# ---- mem_port_ctrl ----
==> mem_port_ctrl/power_grid.png <==
Bar = 20 µm. Pins as bars on the die edge. Tap cells in grey.
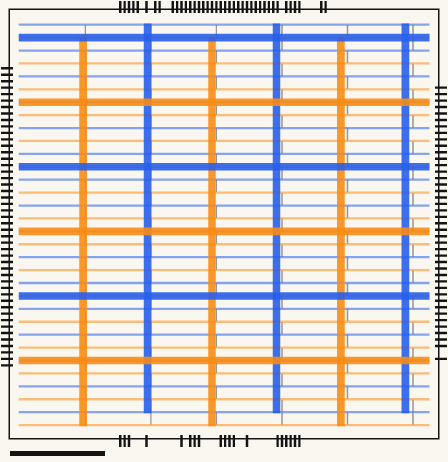

[src/rtl/mem_port_ctrl.sv]
// mem_port_ctrl: single-port initiator for the 16-word register-file memory.
// Serves core read/write requests and runs a hardware zeroize sweep.
module mem_port_ctrl #(
   parameter int data_size = 32
) (
   input  logic                 clk,
   input  logic                 reset,
   input  logic                 req_valid,
   output logic                 req_ready,
   input  logic                 req_write,
   input  logic [3:0]           req_addr,
   input  logic [data_size-1:0] req_wdata,
   output logic                 rsp_valid,
   output logic [data_size-1:0] rsp_data,
   input  logic                 zeroize_req,
   output logic                 zeroize_busy,
   output logic                 zeroize_done,
   output logic [3:0]           mem_address,
   output logic [data_size-1:0] mem_din,
   output logic                 mem_load,
   output logic                 mem_out_en,
   input  logic [data_size-1:0] mem_dout
);

   typedef enum logic [1:0] {
      S_IDLE,
      S_WRITE,
      S_READ,
      S_ZERO
   } state_t;

   state_t               r_state, w_state;
   logic                 r_ready, w_ready;
   logic [3:0]           r_cnt, w_cnt;
   logic [3:0]           r_addr, w_addr;
   logic [data_size-1:0] r_din, w_din;
   logic                 r_load, w_load;
   logic                 r_oen, w_oen;
   logic                 r_rsp_v, w_rsp_v;
   logic [data_size-1:0] r_rsp_d, w_rsp_d;
   logic                 r_busy, w_busy;
   logic                 r_done, w_done;
   logic                 w_accept;

   // A pending zeroize masks ready so a request is never handshaken
   // in the same cycle the sweep wins arbitration.
   assign req_ready = r_ready & ~zeroize_req;
   assign w_accept  = req_valid & req_ready;

   assign rsp_valid    = r_rsp_v;
   assign rsp_data     = r_rsp_d;
   assign zeroize_busy = r_busy;
   assign zeroize_done = r_done;
   assign mem_address  = r_addr;
   assign mem_din      = r_din;
   assign mem_load     = r_load;
   assign mem_out_en   = r_oen;

   // Next-state and next registered-output values.
   always_comb begin
      w_state = r_state;
      w_cnt   = r_cnt;
      w_addr  = '0;
      w_din   = '0;
      w_load  = 1'b0;
      w_oen   = 1'b0;
      w_rsp_v = 1'b0;
      w_rsp_d = r_rsp_d;
      w_busy  = 1'b0;
      w_done  = 1'b0;
      unique case (r_state)
         S_IDLE: begin
            if (zeroize_req) begin
               w_state = S_ZERO;
               w_cnt   = 4'd0;
               w_load  = 1'b1;
               w_busy  = 1'b1;
            end else if (w_accept) begin
               w_addr = req_addr;
               if (req_write) begin
                  w_state = S_WRITE;
                  w_din   = req_wdata;
                  w_load  = 1'b1;
               end else begin
                  w_state = S_READ;
                  w_oen   = 1'b1;
               end
            end
         end
         S_WRITE: begin
            w_state = S_IDLE;
            w_rsp_v = 1'b1;
            w_rsp_d = '0;
         end
         S_READ: begin
            w_state = S_IDLE;
            w_rsp_v = 1'b1;
            w_rsp_d = mem_dout;
         end
         S_ZERO: begin
            if (r_cnt == 4'hF) begin
               w_state = S_IDLE;
               w_done  = 1'b1;
            end else begin
               w_cnt  = r_cnt + 4'd1;
               w_addr = r_cnt + 4'd1;
               w_load = 1'b1;
               w_busy = 1'b1;
            end
         end
      endcase
      w_ready = (w_state == S_IDLE);
   end

   // State and output registers; reset aborts any in-flight strobe.
   always_ff @(posedge clk or negedge reset) begin
      if (!reset) begin
         r_state <= S_IDLE;
         r_ready <= 1'b0;
         r_cnt   <= '0;
         r_addr  <= '0;
         r_din   <= '0;
         r_load  <= 1'b0;
         r_oen   <= 1'b0;
         r_rsp_v <= 1'b0;
         r_rsp_d <= '0;
         r_busy  <= 1'b0;
         r_done  <= 1'b0;
      end else begin
         r_state <= w_state;
         r_ready <= w_ready;
         r_cnt   <= w_cnt;
         r_addr  <= w_addr;
         r_din   <= w_din;
         r_load  <= w_load;
         r_oen   <= w_oen;
         r_rsp_v <= w_rsp_v;
         r_rsp_d <= w_rsp_d;
         r_busy  <= w_busy;
         r_done  <= w_done;
      end
   end

endmodule

[config.mk]
export PLATFORM = sky130hd
export DESIGN_NAME = mem_port_ctrl
export DESIGN_NICKNAME = d
export VERILOG_FILES = /design/src/rtl/mem_port_ctrl.sv
export SDC_FILE = /design/constraint.sdc
export NUM_CORES = 1
export LEC_CHECK = 0
export CAP_MARGIN = 20
export CORE_MARGIN = 1.5
export CORE_UTILIZATION = 41
export CTS_CLUSTER_DIAMETER = 80
export DETAILED_ROUTE_END_ITERATION = 16
export PLACE_DENSITY = 0.87
export SYNTH_ARGS = -nofsm -noshare
export SYNTH_HDL_FRONTEND = slang
export SYNTH_SLANG_ARGS = --single-unit
[constraint.sdc]
create_clock -name clk -period 2.1 [get_ports clk]
set_clock_uncertainty 0.1 [all_clocks]
set_input_delay 0.21 -clock clk [delete_from_list [all_inputs] [get_ports clk]]
set_output_delay 0.21 -clock clk [all_outputs]
set_load 0.05 [all_outputs]
# ---- div_arbiter ----
**src/rtl/div_arbiter.sv**
```systemverilog
// Round-robin arbiter sharing one 24/8 restoring divider among NREQ requesters.
// Optional WAIT-state timeout is compiled in with `define DIV_TIMEOUT_EN.
module div_arbiter #(
  parameter int unsigned NREQ    = 4,
  parameter int unsigned TIMEOUT = 32
) (
  input  logic                 clk,
  input  logic                 reset,
  input  logic [NREQ-1:0]      req,
  input  logic [24*NREQ-1:0]   dividend,
  input  logic [8*NREQ-1:0]    divisor,
  output logic [NREQ-1:0]      gnt,
  output logic [NREQ-1:0]      done,
  output logic [15:0]          quotient,
  output logic                 dz_err,
  output logic                 ovf_err,
  output logic                 busy,
  output logic [23:0]          div_big,
  output logic [7:0]           div_smal,
  output logic                 div_clr,
  output logic                 div_start,
  input  logic [15:0]          div_q,
  input  logic                 div_done
);

  localparam int unsigned PW = (NREQ > 1) ? $clog2(NREQ) : 1;

  typedef enum logic [2:0] {IDLE, CLR, START, WAIT, RESP} state_t;

  if (NREQ < 2 || NREQ > 8) begin : g_bad_nreq
    $error("div_arbiter: NREQ must be in 2..8");
  end
  if (TIMEOUT < 1 || TIMEOUT > 256) begin : g_bad_timeout
    $error("div_arbiter: TIMEOUT must be in 1..256");
  end

  state_t          r_state, w_next;
  logic [PW-1:0]   r_ptr, r_gidx;
  logic [NREQ-1:0] r_gnt;
  logic [15:0]     r_quot;
  logic            r_dz, r_ovf;
  logic [23:0]     r_big;
  logic [7:0]      r_smal;

  logic            w_found;
  logic [PW-1:0]   w_sel, w_idx;
  logic [NREQ-1:0] w_onehot;
  logic [23:0]     w_sel_big;
  logic [7:0]      w_sel_smal;
  logic            w_dz, w_ovf, w_to;

  // Rotating priority scan: the first set request at or after the pointer wins.
  always_comb begin
    w_found  = 1'b0;
    w_sel    = '0;
    w_idx    = '0;
    w_onehot = '0;
    for (int unsigned k = 0; k < NREQ; k++) begin
      w_idx = PW'((32'(r_ptr) + k) % NREQ);
      if (!w_found && req[w_idx]) begin
        w_found = 1'b1;
        w_sel   = w_idx;
      end
    end
    w_onehot[w_sel] = 1'b1;
  end

  assign w_sel_big  = dividend[32'(w_sel)*24 +: 24];
  assign w_sel_smal = divisor[32'(w_sel)*8 +: 8];
  assign w_dz       = (w_sel_smal == '0);
  // Quotient fits in 16 bits only when the top dividend byte is below the divisor.
  assign w_ovf      = (w_sel_big[23:16] >= w_sel_smal);

`ifdef DIV_TIMEOUT_EN
  logic [7:0] r_cnt;

  always_ff @(posedge clk) begin
    if (!reset) begin
      r_cnt <= '0;
    end else if (r_state == START) begin
      r_cnt <= '0;
    end else if (r_state == WAIT) begin
      r_cnt <= r_cnt + 8'd1;
    end
  end

  assign w_to = (r_state == WAIT) && !div_done && (r_cnt == 8'(TIMEOUT - 1));
`else
  assign w_to = 1'b0;
`endif

  always_ff @(posedge clk) begin
    if (!reset) r_state <= IDLE;
    else        r_state <= w_next;
  end

  always_comb begin
    w_next    = r_state;
    done      = '0;
    div_clr   = 1'b0;
    div_start = 1'b0;
    busy      = (r_state != IDLE);
    case (r_state)
      IDLE: begin
        if (w_found) w_next = (w_dz || w_ovf) ? RESP : CLR;
      end
      CLR: begin
        div_clr = 1'b1;
        w_next  = START;
      end
      START: begin
        div_start = 1'b1;
        w_next    = WAIT;
      end
      WAIT: begin
        div_clr = w_to;
        if (div_done || w_to) w_next = RESP;
      end
      RESP: begin
        done   = r_gnt;
        w_next = IDLE;
      end
      default: w_next = IDLE;
    endcase
  end

  always_ff @(posedge clk) begin
    if (!reset) begin
      r_ptr  <= '0;
      r_gidx <= '0;
      r_gnt  <= '0;
      r_quot <= '0;
      r_dz   <= 1'b0;
      r_ovf  <= 1'b0;
      r_big  <= '0;
      r_smal <= '0;
    end else begin
      case (r_state)
        IDLE: begin
          if (w_found) begin
            r_gidx <= w_sel;
            r_gnt  <= w_onehot;
            r_big  <= w_sel_big;
            r_smal <= w_sel_smal;
            if (w_dz) begin
              r_quot <= 16'hFFFF;
              r_dz   <= 1'b1;
              r_ovf  <= 1'b0;
            end else if (w_ovf) begin
              r_quot <= 16'hFFFF;
              r_dz   <= 1'b0;
              r_ovf  <= 1'b1;
            end
          end
        end
        WAIT: begin
          if (div_done) begin
            r_quot <= div_q;
            r_dz   <= 1'b0;
            r_ovf  <= 1'b0;
          end else if (w_to) begin
            r_quot <= '0;
            r_dz   <= 1'b1;
            r_ovf  <= 1'b1;
          end
        end
        RESP: begin
          r_gnt <= '0;
          r_ptr <= (r_gidx == PW'(NREQ - 1)) ? '0 : r_gidx + 1'b1;
        end
        default: ;
      endcase
    end
  end

  assign gnt      = r_gnt;
  assign quotient = r_quot;
  assign dz_err   = r_dz;
  assign ovf_err  = r_ovf;
  assign div_big  = r_big;
  assign div_smal = r_smal;

endmodule

```
**config.mk**
```make
export PLATFORM = sky130hd
export DESIGN_NAME = div_arbiter
export DESIGN_NICKNAME = d
export VERILOG_FILES = /design/src/rtl/div_arbiter.sv
export SDC_FILE = /design/constraint.sdc
export NUM_CORES = 1
export LEC_CHECK = 0
export ABC_AREA = 1
export CAP_MARGIN = 20
export CORE_UTILIZATION = 39
export DETAILED_ROUTE_END_ITERATION = 8
export PLACE_DENSITY = 0.9
export SETUP_SLACK_MARGIN = 0.05
export SYNTH_ARGS = -nofsm -noshare
export SYNTH_HDL_FRONTEND = slang
export SYNTH_SLANG_ARGS = --single-unit
```
**constraint.sdc**
```tcl
create_clock -name clk -period 5.4 [get_ports clk]
set_input_delay 1.62 -clock clk [delete_from_list [all_inputs] [get_ports clk]]
set_output_delay 1.62 -clock clk [all_outputs]
set_load 0.03 [all_outputs]
```

==> layout pictures side by side <==
Congestion heat map.
panel A
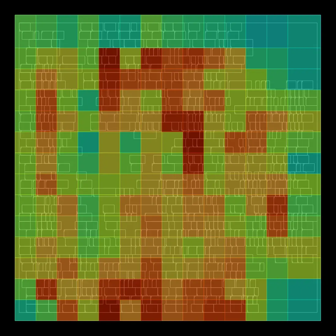
panel B
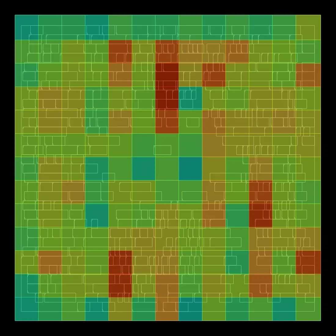
- highest track usage: panel A
div_arbiter -> panel A
mem_port_ctrl -> panel B

==> mem_port_ctrl/detail.png <==
Window x 55 to 80, y 10 to 35 µm. Cells in grey, sequential cells in the stronger grey; small squares are vias.
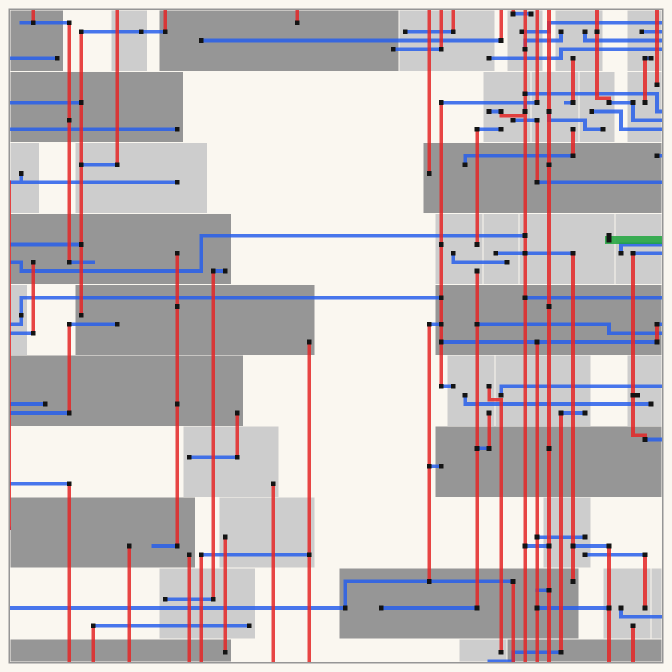
[red] metal 2
[blue] metal 1
[green] metal 3
most frequent: dfrtp_1 (10), clkdlybuf4s50_1 (6)
sequential cells in the window: 10
netlist names of flops here include: rsp_data (5), mem_address (3)
cells with their middle in the window: 32

Notes on mem_port_ctrl/power_grid.png above:
[orange] VSS
[blue] VDD
tap cells: 99
met1 rails: 32
die height: 90.1 µm
Max VDD drop: 0.607 mV
core area: 7290 µm²

==> impl_metrics.json, mem_port_ctrl <==
{
  "drc": 0,
  "crit_chain": "clkdlybuf4s50_1",
  "grt_use_total_pct": 18.4,
  "top_power_group": "combinational logic",
  "ys_warn_count": 0,
  "top_cell": "dfrtp_1",
  "std_cell_rows": 31,
  "initCoreUtil_pct": 42.7,
  "crit_start": "rsp_data[14]",
  "slowest_delay_ns": 0.82,
  "cts_tree": "yes",
  "synthesis.area_um2": 3110,
  "via_per_inst": 4.66,
  "synth_chip_area_um2": 3110,
  "openroad.warnings": 28,
  "path_class": "reg2out",
  "grt_pass1_vias": 2495,
  "nonClkBufAreaFrac_pct": 31.6,
  "nNetsFinal": 505,
  "crit_fanout": 2,
  "ys_ff": 80,
  "met3_length_um": 547,
  "worstRegToRegCells": 5,
  "ys_sh_mux_pct": 0,
  "cts-hold-fix-buffers": 1,
  "syn_avg_cell_area_um2": 11.0,
  "ant_nets": 0,
  "post-route-util_pct": 66.3,
  "syn2layout_area_growth_pct": 55.3,
  "edf_count": 0,
  "status": "complete, no violations",
  "grt_pass1_wl_um": 11900,
  "r2r-end": "mem_din[30]",
  "final_cells": 532,
  "wl_met1_um": 3020,
  "port_buffers": 146,
  "async_flop_share_pct": 100,
  "yosys.cell_types.count": 31,
  "seq_cells": 80,
  "fa_ha_area_share_pct": 1.61,
  "cts-htree-levels": 3,
  "synthAoiAreaFrac_pct": 9.41,
  "clock_path_buffers": 2,
  "ios": 147,
  "internal_power_w": 0.00309,
  "fillers": 582,
  "final_common_cell": "clkdlybuf4s50_1",
  "lay_top_cells": "clkdlybuf4s50_1 (144), dfrtp_1 (80), o21ai_0 (38)",
  "power_sequential_w": 0.00193,
  "ys_cells": 283,
  "fin_crit_ns": 1.82,
  "start_kind": "register",
  "cts-resized-gates": 0,
  "max_cap_violations": 0,
  "synth_top_area_share_pct": 64.3,
  "crit_path_top_delay_cell": "clkdlybuf4s50_1",
  "pre_cts_ws_ns": 0.323,
  "worst_pin_slew_ns": 0.533,
  "seq-cell-share_pct": 41.4,
  "cts_sinks": 80,
  "drt_iter0_markers": 113,
  "yosys-top-cells-count": "dfrtp_1 (80), o21ai_0 (38), inv_1 (36), nand3_1 (35), and2_1 (33)",
  "fmax_mhz": 550,
  "power_frac_comb_pct": 46.3,
  "clk_pin_slew_ns": 0.08,
  "clkPwrFrac_pct": 17.6,
  "finalInstanceArea_um2": 4840,
  "top_layer_used": "met4"
}
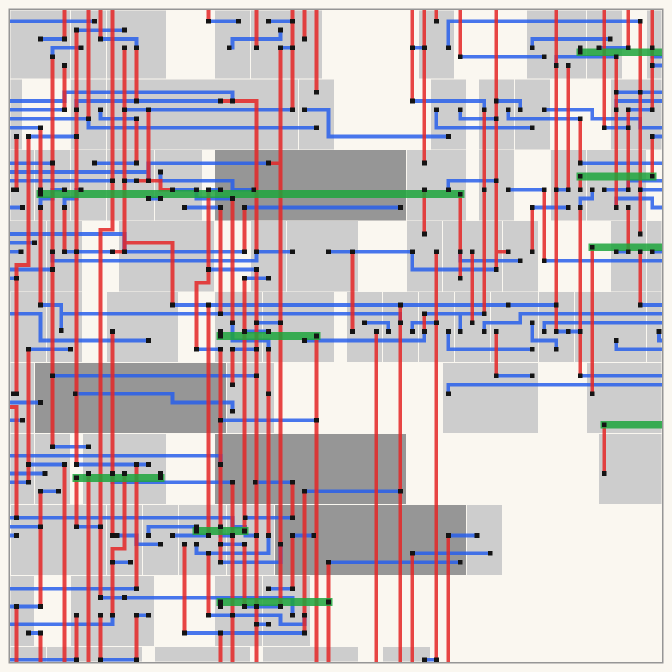
(div_arbiter/detail.png)
Window x 63 to 88, y 13 to 38 µm. Cells in grey, sequential cells in the stronger grey; small squares are vias.
[green] metal 3
[red] metal 2
[blue] metal 1
cells with their middle in the window: 64
most frequent: nand2_1 (15), inv_1 (11), clkdlybuf4s50_1 (5)
sequential cells in the window: 4
netlist names of flops here include: div_big (3), div_smal (1)

==> impl_metrics.json, div_arbiter <==
{
  "status": "complete, no violations",
  "cts-htree-levels": 3,
  "path_class": "in2reg",
  "overflow": 0,
  "std_cell_rows": 35,
  "tap_cells": 129,
  "p_seq_share_pct": 18.3,
  "cts_inserted_buffers": 9,
  "diodes": 0,
  "pre_cts_ws_ns": -0.0425,
  "path_delay_family": "simple AND/OR/NAND/NOR gates",
  "hold_class": "reg2reg",
  "relSlewSlack_pct": 38.5,
  "netlist_instances": 562,
  "logic_gates": 395,
  "fa_ha_area_share_pct": 2.98,
  "route.met2.wl_um": 6570,
  "top_layer_used": "met4",
  "gr-usage-met2_pct": 47.0,
  "hp-start": "dz_err",
  "n_clock_buffer": 9,
  "p_sw_w": 0.00216,
  "syn2layout_area_growth_pct": 63.6,
  "crit_start": "req[1]",
  "drt_iter0_markers": 222,
  "place_congestion": 0.856,
  "simple_gate_share_pct": 31.3,
  "cts-hold-fix-buffers": 0,
  "final.setup_skew_ns": 0.0161,
  "comb_share_pct": 34.1,
  "r2r_setup_slack_ns": 1.38,
  "place_hpwl_um": 9980,
  "top_cell": "nand2_1",
  "endpoint": "quotient[1]",
  "ios": 212,
  "syn_avg_cell_area_um2": 6.73,
  "tns_ns": 0,
  "yosys.cell_types.count": 37,
  "largest_reg_flops": 24,
  "openroad.warnings": 26,
  "p_total_w": 0.00412,
  "clockRootBuffer": "clkbuf_8",
  "final_common_cell": "clkdlybuf4s50_1",
  "internal_power_w": 0.00196,
  "clk_pin_slew_ns": 0.08,
  "worst_slack_ns": 0.297,
  "hold_depth": 2,
  "worstRegToRegCells": 26,
  "async_flop_share_pct": 0,
  "wl_met1_um": 5280,
  "clock_area_share_pct": 3.19,
  "post-route-util_pct": 66.4,
  "rsz0062_at_grt": "false",
  "crit_path_top_delay_cell": "clkdlybuf4s50_1",
  "synth_top_area_share_pct": 32.3,
  "wire_per_inst_um": 14.5,
  "grt_max_degree": 53,
  "slew_viol_final": 0,
  "core_area_um2": 9330,
  "yosysSeqAreaShare_pct": 32.3,
  "setup_viol": 0,
  "p_leak_nw": 2.76,
  "comb_power_w": 0.00295,
  "cp_num_cells": 26,
  "cts-resized-gates": 0,
  "grt_use_total_pct": 25.5
}


## Gallery

Routed metal, one colour a layer.
Two of the layers only.
shot_01.png
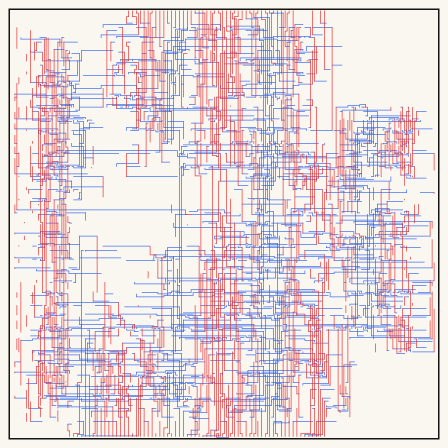
shot_02.png
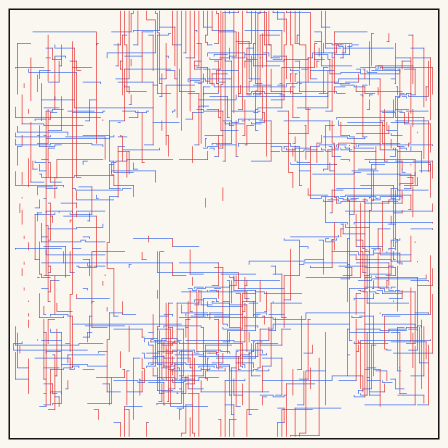
| from | picture |
|---|---|
| mem_port_ctrl | shot_02.png |
| div_arbiter | shot_01.png |
Of these, most wire: shot_01.png

Key to shot_02.png:
[blue] metal 1 | wire length: 3020 µm
[red] metal 2 | wire length: 3510 µm

